######## conv_encoder_stream ########
Figure 1. The metal 2 layer (conv_encoder_stream).
(3 px per µm) Cells faint in the background.
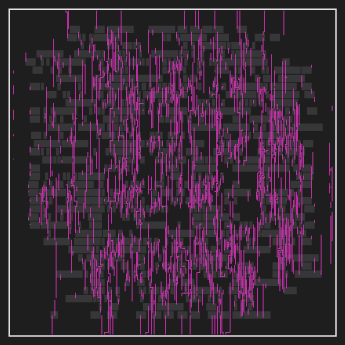

**config.mk**
```make
export PLATFORM = sky130hd
export DESIGN_NAME = conv_encoder_stream
export DESIGN_NICKNAME = d
export VERILOG_FILES = /design/src/rtl/conv_encoder_stream.sv
export SDC_FILE = /design/constraint.sdc
export NUM_CORES = 1
export LEC_CHECK = 0
export ABC_AREA = 1
export CORE_MARGIN = 4
export CORE_UTILIZATION = 45
export CTS_CLUSTER_SIZE = 28
export DETAILED_ROUTE_END_ITERATION = 8
export PLACE_DENSITY = 0.68
export SETUP_SLACK_MARGIN = 0.3
export SLEW_MARGIN = 10
export SYNTH_ARGS = -nofsm -noshare
export SYNTH_HDL_FRONTEND = slang
export SYNTH_SLANG_ARGS = --single-unit
```
**constraint.sdc**
```tcl
create_clock -name clk -period 3.7 [get_ports clk]
set_clock_uncertainty 0.05 [all_clocks]
set_input_delay 0.925 -clock clk [delete_from_list [all_inputs] [get_ports clk]]
set_output_delay 0.925 -clock clk [all_outputs]
set_load 0.005 [all_outputs]
```
**src/rtl/conv_encoder_stream.sv**
```systemverilog
// Frame-based 1/N convolutional encoder with automatic zero-tail termination.
// Optional rate-2/3 puncture marking is enabled by defining CONV_ENCODER_PUNCTURE_EN.

module conv_enc_lane #(
  parameter int MAX_K = 9
) (
  input  logic [MAX_K-1:0] poly_i,
  input  logic [MAX_K-1:0] win_i,
  input  logic [MAX_K-1:0] kmask_i,
  input  logic             en_i,
  output logic             bit_o
);
  assign bit_o = en_i & (^(poly_i & win_i & kmask_i));
endmodule

module conv_encoder_stream #(
  parameter int MAX_K       = 9,
  parameter int MAX_N       = 3,
  parameter int FRAME_LEN_W = 16
) (
  input  logic                              clk,
  input  logic                              rst,
  input  logic                              i_start,
  input  logic [3:0]                        i_constr_len,
  input  logic [1:0]                        i_rate_n,
  input  logic [MAX_N-1:0][MAX_K-1:0]       i_gen_poly,
  input  logic [FRAME_LEN_W-1:0]            i_frame_len,
`ifdef CONV_ENCODER_PUNCTURE_EN
  input  logic                              i_punct,
`endif
  input  logic                              i_valid,
  input  logic                              i_bit,
  output logic                              o_ready,
  output logic                              o_valid,
  output logic [MAX_N-1:0]                  o_data,
  output logic [MAX_N-1:0]                  o_mask,
  output logic                              o_last,
  input  logic                              i_out_ready,
  output logic                              o_busy,
  output logic                              o_err
);

  localparam logic [3:0] MAX_K_L = 4'(MAX_K);
  localparam logic [1:0] MAX_N_L = 2'(MAX_N);

  typedef enum logic [1:0] {IDLE, DATA, TAIL, DONE} state_t;

  typedef struct packed {
    logic [3:0]                  k;
    logic [1:0]                  n;
    logic [MAX_N-1:0][MAX_K-1:0] poly;
  } cfg_t;

  state_t                 state_q;
  cfg_t                   cfg_q;
  logic [MAX_K-2:0]       sr_q;
  logic [FRAME_LEN_W-1:0] cnt_q;
  logic [3:0]             tail_q;
  logic                   valid_q, last_q, err_q;
  logic [MAX_N-1:0]       data_q, mask_q;
`ifdef CONV_ENCODER_PUNCTURE_EN
  logic                   punct_q, par_q;
`endif

  logic             step_ok, in_hs, tail_step, load, cur, cfg_legal;
  logic [MAX_K-1:0] win, kmask;
  logic [MAX_N-1:0] lane_en, sym_d, mask_d;

  // Output buffer may take a new symbol when empty or draining this cycle.
  assign step_ok   = !valid_q || i_out_ready;
  assign o_ready   = (state_q == DATA) && step_ok;
  assign in_hs     = i_valid && o_ready;
  assign tail_step = (state_q == TAIL) && step_ok;
  assign load      = in_hs || tail_step;
  assign cur       = (state_q == DATA) && i_bit;
  assign win       = {sr_q, cur};

  genvar gj, gn;
  generate
    for (gj = 0; gj < MAX_K; gj++) begin : g_kmask
      assign kmask[gj] = (4'(gj) < cfg_q.k);
    end
    for (gn = 0; gn < MAX_N; gn++) begin : g_lane
      assign lane_en[gn] = (2'(gn) < cfg_q.n);
      conv_enc_lane #(.MAX_K(MAX_K)) u_lane (
        .poly_i  (cfg_q.poly[gn]),
        .win_i   (win),
        .kmask_i (kmask),
        .en_i    (lane_en[gn]),
        .bit_o   (sym_d[gn])
      );
    end
  endgenerate

`ifdef CONV_ENCODER_PUNCTURE_EN
  // Odd-indexed symbols of a punctured frame keep only lane 0.
  assign mask_d    = (punct_q && par_q) ? MAX_N'(1) : lane_en;
  assign cfg_legal = (i_constr_len >= 4'd3) && (i_constr_len <= MAX_K_L) &&
                     (i_rate_n >= 2'd2) && (i_rate_n <= MAX_N_L) && (|i_frame_len) &&
                     (!i_punct || (i_rate_n == 2'd2));
`else
  assign mask_d    = lane_en;
  assign cfg_legal = (i_constr_len >= 4'd3) && (i_constr_len <= MAX_K_L) &&
                     (i_rate_n >= 2'd2) && (i_rate_n <= MAX_N_L) && (|i_frame_len);
`endif

  always_ff @(posedge clk or negedge rst) begin
    if (!rst) begin
      state_q <= IDLE;
      cfg_q   <= '0;
      sr_q    <= '0;
      cnt_q   <= '0;
      tail_q  <= '0;
      valid_q <= 1'b0;
      data_q  <= '0;
      mask_q  <= '0;
      last_q  <= 1'b0;
      err_q   <= 1'b0;
`ifdef CONV_ENCODER_PUNCTURE_EN
      punct_q <= 1'b0;
      par_q   <= 1'b0;
`endif
    end else begin
      if (valid_q && i_out_ready) begin
        valid_q <= 1'b0;
        last_q  <= 1'b0;
      end
      if (load) begin
        valid_q <= 1'b1;
        data_q  <= sym_d;
        mask_q  <= mask_d;
        last_q  <= (state_q == TAIL) && (tail_q == 4'd1);
        sr_q    <= {sr_q[MAX_K-3:0], cur};
`ifdef CONV_ENCODER_PUNCTURE_EN
        par_q   <= ~par_q;
`endif
      end
      case (state_q)
        IDLE: if (i_start) begin
          if (cfg_legal) begin
            cfg_q   <= '{k: i_constr_len, n: i_rate_n, poly: i_gen_poly};
            sr_q    <= '0;
            cnt_q   <= i_frame_len;
            err_q   <= 1'b0;
            state_q <= DATA;
`ifdef CONV_ENCODER_PUNCTURE_EN
            punct_q <= i_punct;
            par_q   <= 1'b0;
`endif
          end else begin
            err_q <= 1'b1;
          end
        end
        DATA: if (in_hs) begin
          cnt_q <= cnt_q - 1'b1;
          if (cnt_q == FRAME_LEN_W'(1)) begin
            tail_q  <= cfg_q.k - 4'd1;
            state_q <= TAIL;
          end
        end
        TAIL: if (step_ok) begin
          tail_q <= tail_q - 4'd1;
          if (tail_q == 4'd1) state_q <= DONE;
        end
        DONE: if (valid_q && i_out_ready) state_q <= IDLE;
        default: state_q <= IDLE;
      endcase
    end
  end

  assign o_valid = valid_q;
  assign o_data  = data_q;
  assign o_mask  = mask_q;
  assign o_last  = last_q;
  assign o_busy  = (state_q != IDLE);
  assign o_err   = err_q;

endmodule

```
######## param_counter_flat ########
`config.mk`:
```
export PLATFORM = sky130hd
export DESIGN_NAME = param_counter_flat
export DESIGN_NICKNAME = d
export VERILOG_FILES = /design/src/rtl/param_counter_if.sv /design/src/rtl/param_counter.sv /design/src/flat_wrapper.sv
export SDC_FILE = /design/constraint.sdc
export NUM_CORES = 1
export LEC_CHECK = 0
export ABC_AREA = 1
export CORE_ASPECT_RATIO = 1.2
export CORE_UTILIZATION = 50
export DETAILED_ROUTE_END_ITERATION = 16
export GPL_TIMING_DRIVEN = 0
export PLACE_DENSITY = 0.81
export REMOVE_ABC_BUFFERS = 1
export SLEW_MARGIN = 25
export SYNTH_ARGS = -nofsm -noshare
export SYNTH_HDL_FRONTEND = slang
export SYNTH_SLANG_ARGS = --single-unit
```
`constraint.sdc`:
```
create_clock -name clk -period 2.39 [get_ports clk]
set_input_delay 0.478 -clock clk [delete_from_list [all_inputs] [get_ports clk]]
set_output_delay 0.478 -clock clk [all_outputs]
set_load 0.1 [all_outputs]
```
`src/rtl/param_counter_if.sv`:
```
// rtl/param_counter_if.sv - control/status bundle for param_counter
//
// Purpose: groups the counter's control inputs and status outputs so that
// the counter and whatever drives it share one port.
// Signals:
//   en        count enable, one step per clk while high
//   up        direction: 1 = increment, 0 = decrement
//   load      synchronous load of load_val
//   load_val  value to load (clamped to MODULUS-1 by the counter)
//   clr       synchronous clear
//   count     current count (registered)
//   tc        one-cycle terminal-count pulse (registered)
//   ovf       sticky over/underflow flag (registered)
//   busy      high while the counter is in RUN
// Modports: master drives the controls, slave is the counter itself.
interface param_counter_if #(
  parameter int WIDTH = 8
);
  logic             en;
  logic             up;
  logic             load;
  logic [WIDTH-1:0] load_val;
  logic             clr;
  logic [WIDTH-1:0] count;
  logic             tc;
  logic             ovf;
  logic             busy;

  modport master (
    output en, up, load, load_val, clr,
    input  count, tc, ovf, busy
  );

  modport slave (
    input  en, up, load, load_val, clr,
    output count, tc, ovf, busy
  );
endinterface

```
`src/rtl/param_counter.sv`:
```
// rtl/param_counter.sv - modulo up/down counter with IDLE/RUN/HOLD control FSM
//
// Purpose: counts 0..MODULUS-1 up or down, flags boundary events with a
// one-cycle tc pulse and a sticky ovf flag. Free-running builds wrap at the
// bound; ONESHOT builds stop at the bound and park in HOLD until clr/load.
// Optional feature macro: COUNTER_SAT_EN - with ONESHOT=0, saturate at the
// bound (count holds, state stays RUN, tc re-pulses on every further attempt)
// instead of wrapping.
// Parameters:
//   WIDTH    count width, 2..32
//   MODULUS  count range 0..MODULUS-1, 2..2**WIDTH
//   ONESHOT  0 = wrap (or saturate), 1 = stop at terminal value
// Ports:
//   clk      sole clock, rising edge
//   rst_n    asynchronous active-low reset; release synchronised internally
//   bus      param_counter_if slave modport (en, up, load, load_val, clr in;
//            count, tc, ovf, busy out)
module param_counter #(
  parameter int              WIDTH   = 8,
  parameter longint unsigned MODULUS = 64'd1 << WIDTH,
  parameter bit              ONESHOT = 1'b0
) (
  input logic             clk,
  input logic             rst_n,
  param_counter_if.slave  bus
);

  // Highest legal count and the modulus held at WIDTH+1 bits so that
  // MODULUS = 2**WIDTH is representable for the top-of-range compare.
  localparam logic [WIDTH-1:0] TOP     = WIDTH'(MODULUS - 64'd1);
  localparam logic [WIDTH:0]   MOD_EXT = (WIDTH+1)'(MODULUS);

  typedef enum logic [1:0] {
    IDLE = 2'd0,
    RUN  = 2'd1,
    HOLD = 2'd2
  } state_t;

  state_t           state;
  logic [WIDTH-1:0] count_q;
  logic             tc_q;
  logic             ovf_q;
  logic             busy_q;

  // Reset release flop: cleared asynchronously with rst_n, set on the first
  // clock edge after release. The state logic only acts once it is set, so
  // the first real operation lands on the second edge after release.
  logic armed;

  always_ff @(posedge clk or negedge rst_n) begin
    if (!rst_n) begin
      armed <= 1'b0;
    end else begin
      armed <= 1'b1;
    end
  end

  // Step datapath. The increment is formed at WIDTH+1 bits so reaching the
  // modulus is detected even when MODULUS = 2**WIDTH.
  logic [WIDTH:0]   inc_ext;
  logic [WIDTH-1:0] dec_val;
  logic             at_top;
  logic             at_bottom;
  logic             boundary;
  logic [WIDTH-1:0] step_val;
  logic [WIDTH-1:0] wrap_val;
  logic [WIDTH-1:0] load_clamped;

  always_comb begin
    inc_ext      = {1'b0, count_q} + {{WIDTH{1'b0}}, 1'b1};
    dec_val      = count_q - {{(WIDTH-1){1'b0}}, 1'b1};
    at_top       = (inc_ext == MOD_EXT);
    at_bottom    = (count_q == '0);
    boundary     = bus.up ? at_top : at_bottom;
    step_val     = bus.up ? inc_ext[WIDTH-1:0] : dec_val;
    wrap_val     = bus.up ? '0 : TOP;
    load_clamped = (bus.load_val > TOP) ? TOP : bus.load_val;
  end

  // Control FSM with registered outputs. Priority per edge: clr, load, step.
  always_ff @(posedge clk or negedge rst_n) begin
    if (!rst_n) begin
      state   <= IDLE;
      count_q <= '0;
      tc_q    <= 1'b0;
      ovf_q   <= 1'b0;
      busy_q  <= 1'b0;
    end else if (armed) begin
      // tc is a single-cycle pulse; only a boundary step re-raises it.
      tc_q <= 1'b0;
      if (bus.clr) begin
        state   <= IDLE;
        count_q <= '0;
        ovf_q   <= 1'b0;
        busy_q  <= 1'b0;
      end else if (bus.load) begin
        state   <= IDLE;
        count_q <= load_clamped;
        busy_q  <= 1'b0;
      end else begin
        case (state)
          IDLE, RUN: begin
            if (bus.en) begin
              if (boundary) begin
                tc_q  <= 1'b1;
                ovf_q <= 1'b1;
                if (ONESHOT) begin
                  // Park at the bound; count is left untouched.
                  state  <= HOLD;
                  busy_q <= 1'b0;
                end else begin
                  state  <= RUN;
                  busy_q <= 1'b1;
`ifdef COUNTER_SAT_EN
                  // Saturate: count stays at the bound while RUN continues,
                  // so every further attempt past it pulses tc again.
`else
                  count_q <= wrap_val;
`endif
                end
              end else begin
                state   <= RUN;
                busy_q  <= 1'b1;
                count_q <= step_val;
              end
            end else begin
              state  <= IDLE;
              busy_q <= 1'b0;
            end
          end
          HOLD: begin
            // en and up are ignored; only clr, load or reset leave HOLD.
            busy_q <= 1'b0;
          end
          default: begin
            state  <= IDLE;
            busy_q <= 1'b0;
          end
        endcase
      end
    end
  end

  assign bus.count = count_q;
  assign bus.tc    = tc_q;
  assign bus.ovf   = ovf_q;
  assign bus.busy  = busy_q;

endmodule

```
`src/flat_wrapper.sv`:
```
// flat-port wrapper written by rule: the top's interface ports become plain ports
module param_counter_flat 
#(
  parameter int              WIDTH   = 8,
  parameter longint unsigned MODULUS = 64'd1 << WIDTH,
  parameter bit              ONESHOT = 1'b0
)
  (clk, rst_n, bus_en, bus_up, bus_load, bus_load_val, bus_clr, bus_count, bus_tc, bus_ovf, bus_busy);
  param_counter_if #(.WIDTH(WIDTH)) bus_i ();
  input logic clk;
  input logic rst_n;
  input wire logic [$bits(bus_i.en)-1:0] bus_en;
  input wire logic [$bits(bus_i.up)-1:0] bus_up;
  input wire logic [$bits(bus_i.load)-1:0] bus_load;
  input wire logic [$bits(bus_i.load_val)-1:0] bus_load_val;
  input wire logic [$bits(bus_i.clr)-1:0] bus_clr;
  output wire logic [$bits(bus_i.count)-1:0] bus_count;
  output wire logic [$bits(bus_i.tc)-1:0] bus_tc;
  output wire logic [$bits(bus_i.ovf)-1:0] bus_ovf;
  output wire logic [$bits(bus_i.busy)-1:0] bus_busy;
  assign bus_i.en = bus_en;
  assign bus_i.up = bus_up;
  assign bus_i.load = bus_load;
  assign bus_i.load_val = bus_load_val;
  assign bus_i.clr = bus_clr;
  assign bus_count = bus_i.count;
  assign bus_tc = bus_i.tc;
  assign bus_ovf = bus_i.ovf;
  assign bus_busy = bus_i.busy;
  param_counter #(.WIDTH(WIDTH), .MODULUS(MODULUS), .ONESHOT(ONESHOT)) u_core (.clk(clk), .rst_n(rst_n), .bus(bus_i));
endmodule
```
######## serial_port_rx ########
**src/rtl/serial_port_rx.sv**
```systemverilog
`default_nettype none
// =============================================================================
//  Module      : serial_port_rx
//  Description : 8N1 (or 8E1 with SERIAL_RX_PARITY_EN) serial receiver sampling
//                mid-bit on a shared 4-phase baud tick, with an FWFT byte FIFO.
//  Revision    : 1.0 - initial release
// =============================================================================
module serial_port_rx #(
    parameter int DEPTH = 32,
    parameter int AW    = 5
) (
    input  logic          clk,
    input  logic          rst_n,
    input  logic [1:0]    phase,
    input  logic          change,
    input  logic          rx,
    input  logic          rx_rd,
    output logic [7:0]    rx_data,
    output logic          empty,
    output logic          full,
    output logic [AW:0]   count,
    output logic          overrun,
    output logic          frame_err,
    output logic          parity_err
);

    localparam logic [AW:0] c_FULL_CNT = (AW+1)'(DEPTH);

    typedef enum logic [2:0] {
        S_IDLE   = 3'd0,
        S_DATA   = 3'd1,
`ifdef SERIAL_RX_PARITY_EN
        S_PARITY = 3'd2,
`endif
        S_STOP   = 3'd3,
        S_BRK    = 3'd4
    } state_t;

    state_t         state_q, state_d;
    logic [7:0]     sr_q, sr_d;
    logic [2:0]     cnt_q, cnt_d;
    logic           sync1_q, rx_s_q;
    logic           frame_err_q, frame_err_d;
    logic           overrun_q;
    logic           w_sample;
    logic           w_push;
    logic           w_pop;
    logic           w_wr;
    logic           w_full;
    logic           w_ovr;

    logic [7:0]     mem_q [DEPTH];
    logic [AW-1:0]  wr_ptr_q, rd_ptr_q;
    logic [AW:0]    count_q;

`ifdef SERIAL_RX_PARITY_EN
    logic           perr_q, perr_d;
    logic           parity_err_q, parity_err_d;
`endif

    // Idle-high line: both synchroniser stages reset to 1 so no false start bit.
    always_ff @(posedge clk) begin
        if (!rst_n) begin
            sync1_q <= 1'b1;
            rx_s_q  <= 1'b1;
        end else begin
            sync1_q <= rx;
            rx_s_q  <= sync1_q;
        end
    end

    assign w_sample = change && (phase == 2'h2);

    always_ff @(posedge clk) begin
        if (!rst_n) begin
            state_q     <= S_IDLE;
            sr_q        <= 8'h00;
            cnt_q       <= 3'd0;
            frame_err_q <= 1'b0;
`ifdef SERIAL_RX_PARITY_EN
            perr_q       <= 1'b0;
            parity_err_q <= 1'b0;
`endif
        end else begin
            state_q     <= state_d;
            sr_q        <= sr_d;
            cnt_q       <= cnt_d;
            frame_err_q <= frame_err_d;
`ifdef SERIAL_RX_PARITY_EN
            perr_q       <= perr_d;
            parity_err_q <= parity_err_d;
`endif
        end
    end

    always_comb begin
        state_d     = state_q;
        sr_d        = sr_q;
        cnt_d       = cnt_q;
        w_push      = 1'b0;
        frame_err_d = 1'b0;
`ifdef SERIAL_RX_PARITY_EN
        perr_d       = perr_q;
        parity_err_d = 1'b0;
`endif
        if (w_sample) begin
            unique case (state_q)
                S_IDLE: begin
                    if (!rx_s_q) begin
                        state_d = S_DATA;
                        cnt_d   = 3'd0;
                    end
                end
                S_DATA: begin
                    sr_d  = {rx_s_q, sr_q[7:1]};
                    cnt_d = cnt_q + 3'd1;
                    if (cnt_q == 3'd7) begin
`ifdef SERIAL_RX_PARITY_EN
                        state_d = S_PARITY;
`else
                        state_d = S_STOP;
`endif
                    end
                end
`ifdef SERIAL_RX_PARITY_EN
                S_PARITY: begin
                    perr_d  = (rx_s_q != ^sr_q);
                    state_d = S_STOP;
                end
`endif
                S_STOP: begin
                    if (rx_s_q) begin
`ifdef SERIAL_RX_PARITY_EN
                        if (perr_q) parity_err_d = 1'b1;
                        else        w_push       = 1'b1;
`else
                        w_push = 1'b1;
`endif
                        state_d = S_IDLE;
                    end else begin
                        frame_err_d = 1'b1;
                        state_d     = S_BRK;
                    end
                end
                // A held-low line reports once, then waits for the line to recover.
                S_BRK: begin
                    if (rx_s_q) state_d = S_IDLE;
                end
                default: state_d = S_IDLE;
            endcase
        end
    end

    assign w_full = (count_q == c_FULL_CNT);
    assign w_pop  = rx_rd && (count_q != '0);
    // When full, a simultaneous pop frees the slot the write pointer is aimed at.
    assign w_wr   = w_push && (!w_full || w_pop);
    assign w_ovr  = w_push && w_full && !w_pop;

    always_ff @(posedge clk) begin
        if (w_wr) mem_q[wr_ptr_q] <= sr_q;
    end

    always_ff @(posedge clk) begin
        if (!rst_n) begin
            wr_ptr_q  <= '0;
            rd_ptr_q  <= '0;
            count_q   <= '0;
            overrun_q <= 1'b0;
        end else begin
            overrun_q <= w_ovr;
            if (w_wr)  wr_ptr_q <= wr_ptr_q + AW'(1);
            if (w_pop) rd_ptr_q <= rd_ptr_q + AW'(1);
            unique case ({w_wr, w_pop})
                2'b10:   count_q <= count_q + (AW+1)'(1);
                2'b01:   count_q <= count_q - (AW+1)'(1);
                default: count_q <= count_q;
            endcase
        end
    end

    assign rx_data   = (count_q == '0) ? 8'h00 : mem_q[rd_ptr_q];
    assign empty     = (count_q == '0);
    assign full      = w_full;
    assign count     = count_q;
    assign overrun   = overrun_q;
    assign frame_err = frame_err_q;
`ifdef SERIAL_RX_PARITY_EN
    assign parity_err = parity_err_q;
`else
    assign parity_err = 1'b0;
`endif

endmodule
`default_nettype wire
```
**config.mk**
```make
export PLATFORM = sky130hd
export DESIGN_NAME = serial_port_rx
export DESIGN_NICKNAME = d
export VERILOG_FILES = /design/src/rtl/serial_port_rx.sv
export SDC_FILE = /design/constraint.sdc
export NUM_CORES = 1
export LEC_CHECK = 0
export ABC_AREA = 1
export CORE_MARGIN = 4
export CORE_UTILIZATION = 60
export CTS_CLUSTER_SIZE = 16
export DETAILED_ROUTE_END_ITERATION = 10
export GPL_TIMING_DRIVEN = 0
export PLACE_DENSITY = 0.86
export REMOVE_ABC_BUFFERS = 1
export SLEW_MARGIN = 20
export SYNTH_ARGS = -nofsm -noshare
export SYNTH_HDL_FRONTEND = slang
export SYNTH_SLANG_ARGS = --single-unit
```
**constraint.sdc**
```tcl
create_clock -name clk -period 2.8 [get_ports clk]
set_input_delay 0.28 -clock clk [delete_from_list [all_inputs] [get_ports clk]]
set_output_delay 0.28 -clock clk [all_outputs]
set_load 0.005 [all_outputs]
```
######## mem_port_arbiter ########
**config.mk**
```make
export PLATFORM = sky130hd
export DESIGN_NAME = mem_port_arbiter
export DESIGN_NICKNAME = d
export VERILOG_FILES = /design/src/rtl/mips_pkg.sv /design/src/rtl/mem_arb_select.sv /design/src/rtl/mem_port_arbiter.sv
export SDC_FILE = /design/constraint.sdc
export NUM_CORES = 1
export LEC_CHECK = 0
export CAP_MARGIN = 20
export CORE_MARGIN = 2
export CORE_UTILIZATION = 35
export DETAILED_ROUTE_END_ITERATION = 10
export PLACE_DENSITY = 0.67
export SETUP_SLACK_MARGIN = 0.4
export SLEW_MARGIN = 0
export SYNTH_ARGS = -nofsm -noshare
export SYNTH_HDL_FRONTEND = slang
export SYNTH_SLANG_ARGS = --single-unit
```
**constraint.sdc**
```tcl
create_clock -name clk -period 2.5 [get_ports clk]
set_input_delay 0.375 -clock clk [delete_from_list [all_inputs] [get_ports clk]]
set_output_delay 0.375 -clock clk [all_outputs]
set_load 0.01 [all_outputs]
```
**src/rtl/mips_pkg.sv**
```systemverilog
`default_nettype none
// ---------------------------------------------------------------------------
// mips_pkg: shared types for the memory-port arbiter.  Rev 1.0
// ---------------------------------------------------------------------------
package mips_pkg;

  localparam int MEM_WORD_W = 32;
  localparam logic [3:0] BE_ALL = 4'hF;

  typedef enum logic [1:0] {
    ARB_IDLE = 2'd0,
    ARB_BUS  = 2'd1,
    ARB_DONE = 2'd2
  } arb_state_t;

  typedef enum logic {
    REQ_FETCH = 1'b0,
    REQ_DATA  = 1'b1
  } req_id_t;

  // Operands of the transaction currently owning the bus; word address only.
  typedef struct packed {
    req_id_t                   id;
    logic                      we;
    logic [MEM_WORD_W-1:2]     addr;
    logic [MEM_WORD_W-1:0]     wdata;
    logic [3:0]                be;
  } mem_op_t;

endpackage
`default_nettype wire

```
**src/rtl/mem_arb_select.sv**
```systemverilog
`default_nettype none
// ---------------------------------------------------------------------------
// mem_arb_select: data-first winner pick with a bounded data streak.  Rev 1.0
// ---------------------------------------------------------------------------
module mem_arb_select
  import mips_pkg::*;
#(
  parameter int MAX_DATA_STREAK = 4
) (
  input  logic    clk,
  input  logic    rst_n,
  input  logic    arb_en,
  input  logic    if_req,
  input  logic    d_req,
  output logic    grant_valid,
  output req_id_t grant_id
);

  localparam int STREAK_W = (MAX_DATA_STREAK < 1) ? 1 : $clog2(MAX_DATA_STREAK + 1);
  localparam logic [STREAK_W-1:0] STREAK_MAX = STREAK_W'(MAX_DATA_STREAK);

  logic [STREAK_W-1:0] streak;
  logic                fetch_turn;

  always_comb begin
    fetch_turn  = if_req && (streak == STREAK_MAX);
    grant_valid = arb_en && (if_req || d_req);
    grant_id    = (d_req && !fetch_turn) ? REQ_DATA : REQ_FETCH;
  end

  // The streak only measures how long a waiting fetch has been passed over.
  always_ff @(posedge clk or negedge rst_n) begin
    if (!rst_n) begin
      streak <= '0;
    end else if (!if_req) begin
      streak <= '0;
    end else if (grant_valid) begin
      if (grant_id == REQ_FETCH) begin
        streak <= '0;
      end else if (streak != STREAK_MAX) begin
        streak <= streak + STREAK_W'(1);
      end
    end
  end

endmodule
`default_nettype wire

```
**src/rtl/mem_port_arbiter.sv**
```systemverilog
`default_nettype none
// ---------------------------------------------------------------------------
// mem_port_arbiter: shares one waitrequest word bus between fetch and data.  Rev 1.0
// ---------------------------------------------------------------------------
module mem_port_arbiter
  import mips_pkg::*;
#(
  parameter int MAX_DATA_STREAK = 4,
  parameter int TIMEOUT_CYCLES  = 255
) (
  input  logic                  clk,
  input  logic                  rst_n,
  input  logic                  if_req,
  input  logic [MEM_WORD_W-1:0] if_addr,
  output logic                  if_ack,
  output logic [MEM_WORD_W-1:0] if_rdata,
  input  logic                  d_req,
  input  logic                  d_we,
  input  logic [MEM_WORD_W-1:0] d_addr,
  input  logic [MEM_WORD_W-1:0] d_wdata,
  input  logic [3:0]            d_byteen,
  output logic                  d_ack,
  output logic [MEM_WORD_W-1:0] d_rdata,
  output logic [MEM_WORD_W-1:0] mem_address,
  output logic                  mem_read,
  output logic                  mem_write,
  output logic [MEM_WORD_W-1:0] mem_writedata,
  output logic [3:0]            mem_byteenable,
  input  logic                  mem_waitrequest,
  input  logic [MEM_WORD_W-1:0] mem_readdata,
  output logic                  stall,
  output logic                  bus_error
);

  localparam int WAIT_W = (TIMEOUT_CYCLES < 2) ? 1 : $clog2(TIMEOUT_CYCLES);
  localparam logic [WAIT_W-1:0] WAIT_LAST = WAIT_W'(TIMEOUT_CYCLES - 1);
  localparam bit TIMEOUT_EN = (TIMEOUT_CYCLES != 0);

  arb_state_t          state;
  arb_state_t          next_state;
  mem_op_t             op;
  mem_op_t             next_op;
  logic [WAIT_W-1:0]   wait_cnt;
  logic                timed_out;
  logic                grant_valid;
  req_id_t             grant_id;
  logic                load_op;
  logic                capture;
  logic                abort;
  logic                in_bus;
  logic                unused_addr_bits;

  assign unused_addr_bits = ^{if_addr[1:0], d_addr[1:0]};

  mem_arb_select #(
    .MAX_DATA_STREAK (MAX_DATA_STREAK)
  ) u_select (
    .clk         (clk),
    .rst_n       (rst_n),
    .arb_en      (state == ARB_IDLE),
    .if_req      (if_req),
    .d_req       (d_req),
    .grant_valid (grant_valid),
    .grant_id    (grant_id)
  );

  always_comb begin
    if (grant_id == REQ_DATA) begin
      next_op = '{id: REQ_DATA, we: d_we, addr: d_addr[MEM_WORD_W-1:2],
                  wdata: d_wdata, be: d_byteen};
    end else begin
      next_op = '{id: REQ_FETCH, we: 1'b0, addr: if_addr[MEM_WORD_W-1:2],
                  wdata: {MEM_WORD_W{1'b0}}, be: BE_ALL};
    end
  end

  always_ff @(posedge clk or negedge rst_n) begin
    if (!rst_n) begin
      state <= ARB_IDLE;
    end else begin
      state <= next_state;
    end
  end

  always_comb begin
    next_state = state;
    load_op    = 1'b0;
    capture    = 1'b0;
    abort      = 1'b0;
    case (state)
      ARB_IDLE: begin
        if (grant_valid) begin
          load_op    = 1'b1;
          next_state = ARB_BUS;
        end
      end
      ARB_BUS: begin
        if (!mem_waitrequest) begin
          capture    = 1'b1;
          next_state = ARB_DONE;
        end else if (TIMEOUT_EN && (wait_cnt == WAIT_LAST)) begin
          abort      = 1'b1;
          next_state = ARB_DONE;
        end
      end
      ARB_DONE: next_state = ARB_IDLE;
      default:  next_state = ARB_IDLE;
    endcase
  end

  // Strobes and acks decode straight from state so reset kills them at once.
  always_comb begin
    in_bus         = (state == ARB_BUS);
    mem_read       = in_bus && !op.we;
    mem_write      = in_bus && op.we;
    mem_address    = {op.addr, 2'b00};
    mem_writedata  = op.wdata;
    mem_byteenable = op.be;
    if_ack         = (state == ARB_DONE) && (op.id == REQ_FETCH);
    d_ack          = (state == ARB_DONE) && (op.id == REQ_DATA);
    bus_error      = (state == ARB_DONE) && timed_out;
    stall          = (if_req && !if_ack) || (d_req && !d_ack);
  end

  always_ff @(posedge clk or negedge rst_n) begin
    if (!rst_n) begin
      op        <= '0;
      wait_cnt  <= '0;
      timed_out <= 1'b0;
    end else begin
      if (load_op) begin
        op        <= next_op;
        wait_cnt  <= '0;
        timed_out <= 1'b0;
      end else if (in_bus && mem_waitrequest) begin
        wait_cnt <= wait_cnt + WAIT_W'(1);
      end
      if (abort) begin
        timed_out <= 1'b1;
      end
    end
  end

  // A timed-out read returns zero; writes never touch the read-data registers.
  always_ff @(posedge clk or negedge rst_n) begin
    if (!rst_n) begin
      if_rdata <= '0;
      d_rdata  <= '0;
    end else if ((capture || abort) && !op.we) begin
      if (op.id == REQ_FETCH) begin
        if_rdata <= capture ? mem_readdata : '0;
      end else begin
        d_rdata  <= capture ? mem_readdata : '0;
      end
    end
  end

endmodule
`default_nettype wire
```
Figure 2. Clock network drawn from the DEF (serial_port_rx).
(4 px per µm)
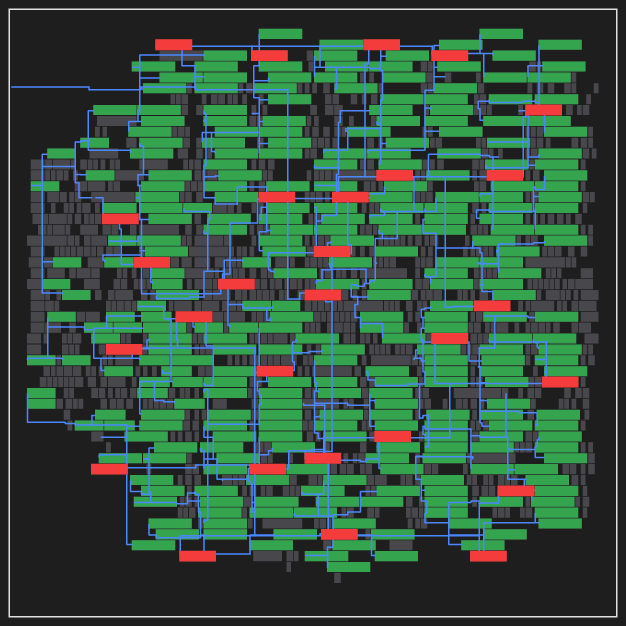
legend:
  clock-net drivers:
    color: red
    count: 28
  clock wires:
    color: blue
    length: 3160 µm
  flip-flops:
    color: green
    count: 295
routed clock nets: 29
clock power share: 32.8%
Worst Clk Skew: 13.8 ps
clock latency (worst-skew pair): 540 ps

==> flow_summary.json, serial_port_rx <==
{
  "power.total_uw": 11700,
  "ys_seq_share_pct": 68.5,
  "final.setup.tns_ps": 0,
  "p_switching_uw": 3540,
  "regMostFlops": "mem_q",
  "cp_num_buf_inv": 5,
  "edf_count": 256,
  "drt_wl_total_um": 29800,
  "gp_congestion": 0.861,
  "ys_warn_count": 0,
  "grt_pass1_wl_um": 45100,
  "switching_share_pct": 30.1,
  "worstSetupEndpointType": "primary output",
  "cts_max_path_buffers": 3,
  "cts.clk_slew.worst_paths_ps": 60,
  "status": "complete, no violations",
  "rrSetupSlack_ps": 380,
  "period_needed_ps": 2720,
  "yosysTopAreaCell": "edfxtp_1",
  "maxCapViolations": 0,
  "top_cells_by_area": "edfxtp_1 62%, nand2_1 11%, nand3_1 8.3%",
  "worstHoldPathCells": 2,
  "critPathArrivalTime_ps": 2440,
  "critPathTopFamily": "buffers and inverters",
  "fp_util_pct": 61.1,
  "port_buffers": 24,
  "drtPass1Iterations": 6
}
[serial_port_rx: layer usage]
layer,share of wire (%),routed length (µm),up-vias,global-route usage (%)
li1,-,-,3966,-
met1,35,10400,4100,33.0
met2,50,14900,617,44.9
met3,12,3480,111,5.00
met4,3.5,1050,0,8.81
met5,0,0,-,0
[serial_port_rx: logic make-up (layout without fill, tap and decap cells)]
logic type               count (synthesis)  in the layout  share of synthesized area, %
AND/OR/NAND/NOR                        678            678                          23.7
flip-flops                             295            295                          68.5
buffers and inverters                   97            140                          3.95
AND-OR/OR-AND                           56             56                          2.27
adder cells (fa/ha/maj)                 12             12                          1.28
XOR/XNOR                                 3              3                         0.213
other                                    1              1                        0.0304
[serial_port_rx: timing repair]
action                     CTS  global route
resized                     31             8
pin swaps                    2             2
setup endpoints to repair    8             5
gates cloned                 8             0
setup buffers               10             2
[serial_port_rx: cell type report]
type / count / area (µm²) / share of cell area, %
clock inverter: 21 / 203 / 1.44
inverter: 40 / 186 / 1.32
timing repair inverter: 2 / 25.0 / 0.178
multi-input combinational: 750 / 3430 / 24.4
clock buffer: 31 / 733 / 5.20
timing repair buffer: 46 / 681 / 4.83
tap: 270 / 338 / 2.40
sequential: 295 / 8490 / 60.3
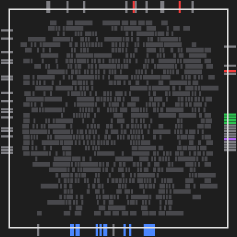
Figure 3: conv_encoder_stream, I/O pins on the die edge.
(2 px per µm) Pins as bars across the die edge, other pins in gray.
legend:
  `i_constr_len`:
    color: green
    pins: 4
    direction: input
    edge: right
  `o_data`:
    color: red
    pins: 3
    direction: output
    edge: 2 top, 1 right
  `o_ready`:
    color: purple
    pins: 1
    direction: output
    edge: right
  `i_frame_len`:
    color: blue
    pins: 16
    direction: input
    edge: bottom
all pins by edge: 18 left, 18 bottom, 18 right, 12 top
DIE HEIGHT: 108 µm
IO Port Bufs: 65
die width: 108 µm

About Figure 1:
share of all routed wire: 45%
nets with wire on the layer: 614
wire length on this layer: 4820 µm
longest straight run: 48.6 µm
main direction: vertical
total number of vias: 4310
GR Util met2: 31.0%
Total Wirelength: 10800 µm

==> flow_summary.json, conv_encoder_stream <==
{
  "status": "complete, no violations",
  "numSynthFlops": 72,
  "grt_use_total_pct": 19.4,
  "wl_met3_um": 481,
  "pre_cts_slack_ps": 623,
  "crit_fanout": 2,
  "via_per_inst": 4.88,
  "setup_viol": 0,
  "ys_warn_count": 0,
  "grt_overflow": 0,
  "simple_gate_share_pct": 36.6,
  "reg2reg_depth": 11,
  "clkbuf_count": 10,
  "gp_congestion": 0.854,
  "clock_latency_ps": 350,
  "clockNetworkAreaShare_pct": 3.27,
  "min_path_type": "reg2reg",
  "hold_buffers": 0,
  "grt_pass1_wl_um": 18400,
  "ys_seq_share_pct": 39.7,
  "reg2reg_from": "state_q[1]$_DFFE_PN0P_",
  "largest_class": "logic gates",
  "fillers": 979,
  "grt_max_degree": 49,
  "final_cells": 883
}
conv_encoder_stream: where the power goes:
part           total, µW  internal [µW]  switching (µW)
sequential          1450           1150             306
combinational       1800            664            1140
clock                570            262             307
total               3820           2080            1750
conv_encoder_stream: synthesized netlist by cell type, drive strengths merged:
cell	instances	area [µm²]
a21oi	14	70.1
buf	9	45.0
clkbuf	7	26.3
a21o	1	7.51
nand2	280	1090
nand4	5	31.3
and3	1	6.26
nor3	6	30.0
nand3b	1	7.51
o211ai	5	37.5
inv	89	337
dfrtp	72	1800
nor2	54	244
nand3	50	250
o21ai	58	290
nand2b	1	6.26
xor2	7	61.3
ha	12	150
a22oi	2	15.0
o31ai	2	15.0
a31oi	1	6.26
o21a	1	7.51
o41ai	1	8.76
conv_encoder_stream: per-layer routing:
layer	track usage, %	vias to the layer above
met5	0	-
met4	6.94	0
met3	3.04	14
met2	31.0	93
met1	26.8	1943
li1	-	2260
conv_encoder_stream: state kept, by name, summed over array words and instances, names as in the netlist:
signal and flops:
o_err 1, cfg_q 33, tail_q 4, sr_q 8
o_last 1, cnt_q 16, o_valid 1, o_data 3
o_mask 3, state_q 2
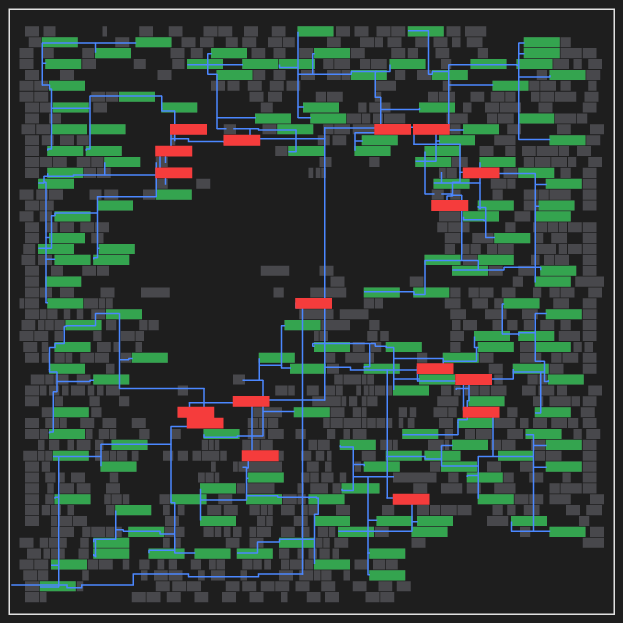
Figure 4: mem_port_arbiter, clock network drawn from the DEF.
(4 px per µm)
legend:
  clock wires:
    color: blue
    length: 2050 µm
  flip-flops:
    color: green
    count: 146
  clock-net drivers:
    color: red
    count: 17
flops lie: spread over the die
clock latency (worst-skew pair): 420 ps
Clk. pwr: 2490 µW
clock power share: 20.2%

Figure 5. I/O pins on the die edge (mem_port_arbiter).
(2 px per µm) Pins as bars across the die edge, other pins in gray.
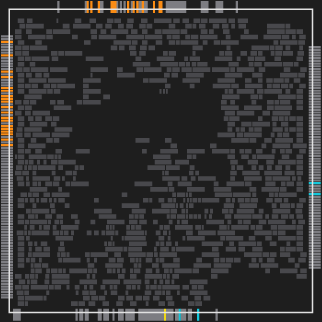
legend:
  `if_ack`:
    color: yellow
    pins: 1
    direction: output
    edge: bottom
  `mem_byteenable`:
    color: cyan
    pins: 4
    direction: output
    edge: 2 bottom, 2 right
  `mem_writedata`:
    color: orange
    pins: 32
    direction: output
    edge: 19 left, 13 top
IO Port Bufs: 269
die width: 151 µm

==> flow_summary.json, mem_port_arbiter <==
{
  "maxCapViolations": 0,
  "grt_use_total_pct": 18.0,
  "cts_buffers": 17,
  "grt_max_degree": 65,
  "wl_met2_um": 9690,
  "cts.clk_slew.worst_paths_ps": 60,
  "first_iter_violations": 277,
  "grt_util_met1_pct": 22.6,
  "h-tree-depth": 4,
  "peakVddDrop_mv": 0.524,
  "yosysTopAreaCell": "dfrtp_1",
  "gr-usage-met2_pct": 29.7,
  "crit_type": "reg2out",
  "ys_warn_count": 0,
  "pwr-share-comb_pct": 47.2,
  "tightest_slew_ps": 626,
  "via_per_inst": 5.14,
  "grt_overflow": 0,
  "final_cell_area_um2": 10600,
  "critPathLaunch": "state[1]$_DFFE_PN0P_",
  "rrSetupSlack_ps": 650,
  "final_cells": 1144,
  "p_int_uw": 8210,
  "final.setup.tns_ps": 0,
  "drt_wl_total_um": 20400,
  "status": "complete, no violations"
}
mem_port_arbiter: repair_timing:
item,CTS,global route
setup buffers,0,1
cloned,0,0
endpoints found under the setup margin,6,1
hold buffers,1,0
gates resized,7,1
hold endpoints to repair,62,0
mem_port_arbiter: sequential cells by signal (all words and copies together), names as in the netlist:
| signal | count |
|---|---|
| mem_writedata | 32 |
| d_rdata | 32 |
| u_select.streak | 3 |
| wait_cnt | 8 |
| timed_out | 1 |
| state | 2 |
| mem_byteenable | 4 |
| if_rdata | 32 |
| op | 2 |
| mem_address | 30 |
mem_port_arbiter: through the flow:
stage	setup WS (ps)	total power [µW]	hold slack [ps]
6_report	546	12300	473
5_1_grt	432	13100	507
4_1_cts	244	12400	480
3_5_place_dp	349	9900	429
3_3_place_gp	351	9780	428
2_1_floorplan	826	7760	79.4
mem_port_arbiter: cell type report:
cell class / count / share of cell area (%)
Sequential cell: 146 / 34.4
Inverter: 8 / 0.283
Clock buffer: 19 / 4.07
Multi-Input combinational cell: 393 / 28.9
Tap cell: 275 / 3.24
Timing Repair Buffer: 291 / 27.8
Clock inverter: 12 / 1.26
Figure 6. The metal 2 layer (param_counter_flat).
(8 px per µm) Cells faint in the background.
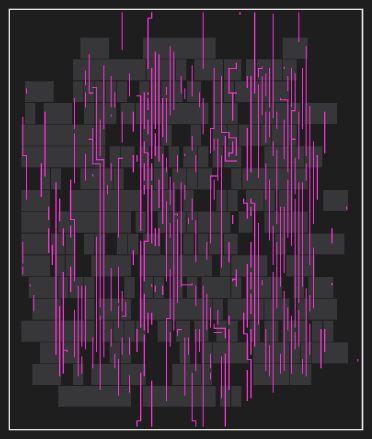
wire length on this layer: 1240 µm
main direction: vertical
longest straight run: 24.6 µm
total number of vias: 1097
Total Wirelength: 2470 µm
GR Util met2: 45.0%

==> flow_summary.json, param_counter_flat <==
{
  "largest_class": "logic gates",
  "maxSlewHeadroom_pct": 34.9,
  "rows": 17,
  "warnings": 28,
  "clock_sinks": 12,
  "die_w_um": 44.0,
  "fp_util_pct": 55.2,
  "cp-endpoint": "bus_count[2]",
  "finalClockSkew_ps": 1.38,
  "seqPwrFrac_pct": 32.2,
  "final.setup.tns_ps": 0,
  "diodes": 0,
  "grt_use_total_pct": 24.8,
  "reg2reg_from": "u_core.bus.count[1]$_DFFE_PN0P_",
  "cp.required_ps": 1910,
  "use_met3_pct": 1.03,
  "status": "complete, no violations",
  "cts_buffers": 3,
  "logic_area_um2": 652,
  "path_cells": "dlygate4sd2_1",
  "p_switching_uw": 401,
  "min_path_type": "reg2reg",
  "m1WireLength_um": 1100,
  "switching_share_pct": 48.5,
  "reg2reg_depth": 9,
  "nNonClkInverters": 18,
  "via_per_inst": 5.33,
  "p_leak_uw": 0.000700,
  "clockNetworkAreaShare_pct": 2.75,
  "syn_area_per_cell_um2": 6.49
}
param_counter_flat: state kept, by name (all words and copies together) (netlist names):
signal,cells
u_core.bus.ovf,1
u_core.state,1
u_core.bus.tc,1
u_core.armed,1
u_core.bus.count,8
param_counter_flat: repair_timing:
action	CTS	global route
cloned	0	0
pin swaps	0	0
endpoints found under the setup margin	6	2
resized	6	2
param_counter_flat: logic make-up after synthesis:
kind of cell	after synthesis
AND/OR/NAND/NOR	109
buffers and inverters	22
AND-OR/OR-AND	12
flip-flops	12
adder cells (fa/ha/maj)	4
XOR/XNOR	3
other	1
param_counter_flat: worst register-to-register path, cell delays in order (launching register included):
cell,delay [ps]
dfrtp_1,490
ha_1,300
nand3_1,130
xor2_1,190
nor2_1,110
nand2_1,90
nand2_1,70
nand2_1,40
nand2_1,70
nand2_1,50
param_counter_flat: stage by stage:
step                power, µW  utilization (%)  hold WS [ps]  setup WS (ps)
finish                    827             68.8           496            137
global route              875             68.8           503           85.9
CTS                       829             68.6           495           7.11
detailed placement        676             67.1           470            130
global placement          669             67.1           468            137
floorplan                 568                -           182            269

==> screenshots <==
The clock network.
shot_01.png
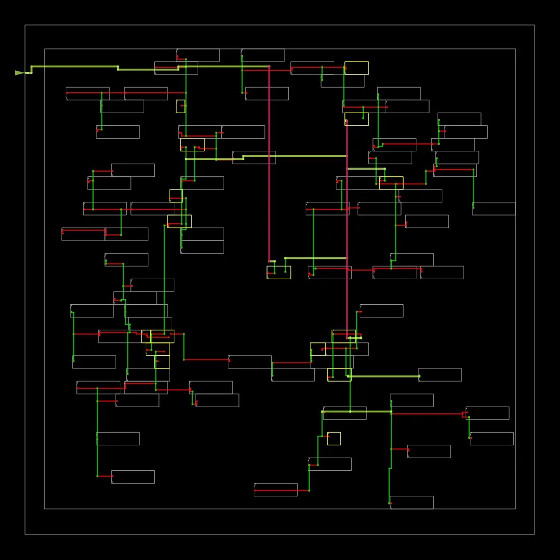
shot_02.png
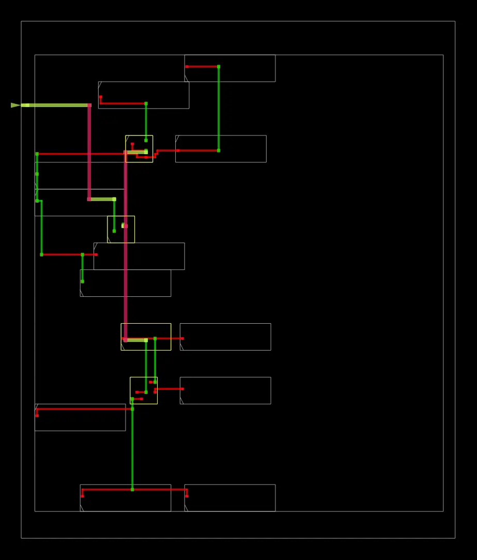
shot_03.png
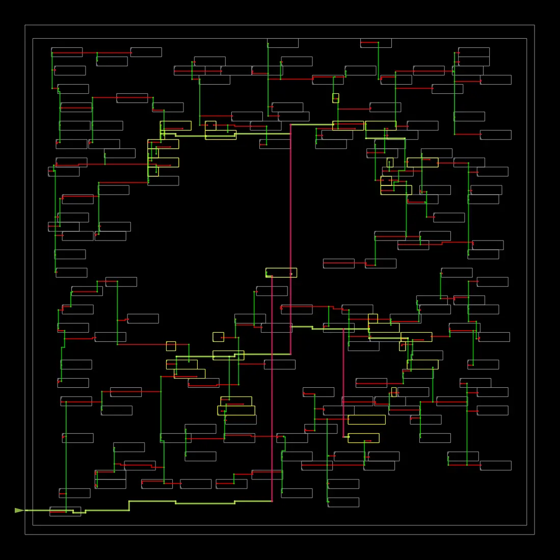
Of these, fewest sequential cells: shot_02.png
- shot_02.png = param_counter_flat
- shot_03.png = mem_port_arbiter
- shot_01.png = conv_encoder_stream



==> layout pictures side by side <==
Placed cells, one color a class.
(a)
(3 px per µm) Fill, decap, tap and diode cells in gray.
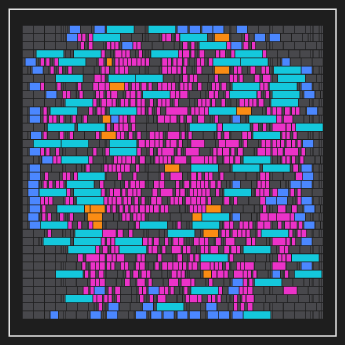
(b)
(2 px per µm) Fill, decap, tap and diode cells in gray.
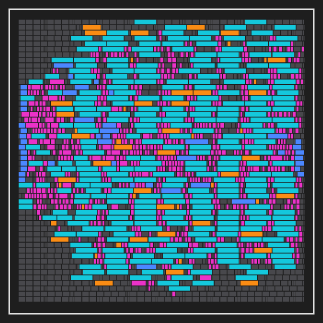
(c)
(2 px per µm) Fill, decap, tap and diode cells in gray.
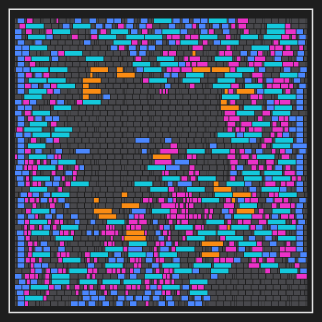
(d)
(8 px per µm) Fill, decap, tap and diode cells in gray.
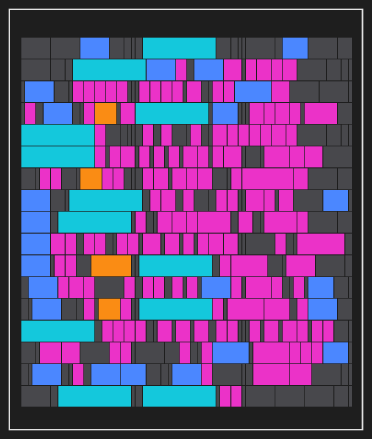
Of these, fewest cells: (d)
Of these, fewest sequential cells: (d)
(c) -> mem_port_arbiter
(d) -> param_counter_flat
(b) -> serial_port_rx
(a) -> conv_encoder_stream

Key to (c):
legend:
  clock drivers and dummy loads:
    color: orange
    cells: 31
  remaining buffers and delay cells:
    color: blue
    cells: 291
  remaining logic cells:
    color: magenta
    cells: 401
  registers:
    color: cyan
    cells: 146

Power is estimated from default activity; no workload was simulated.
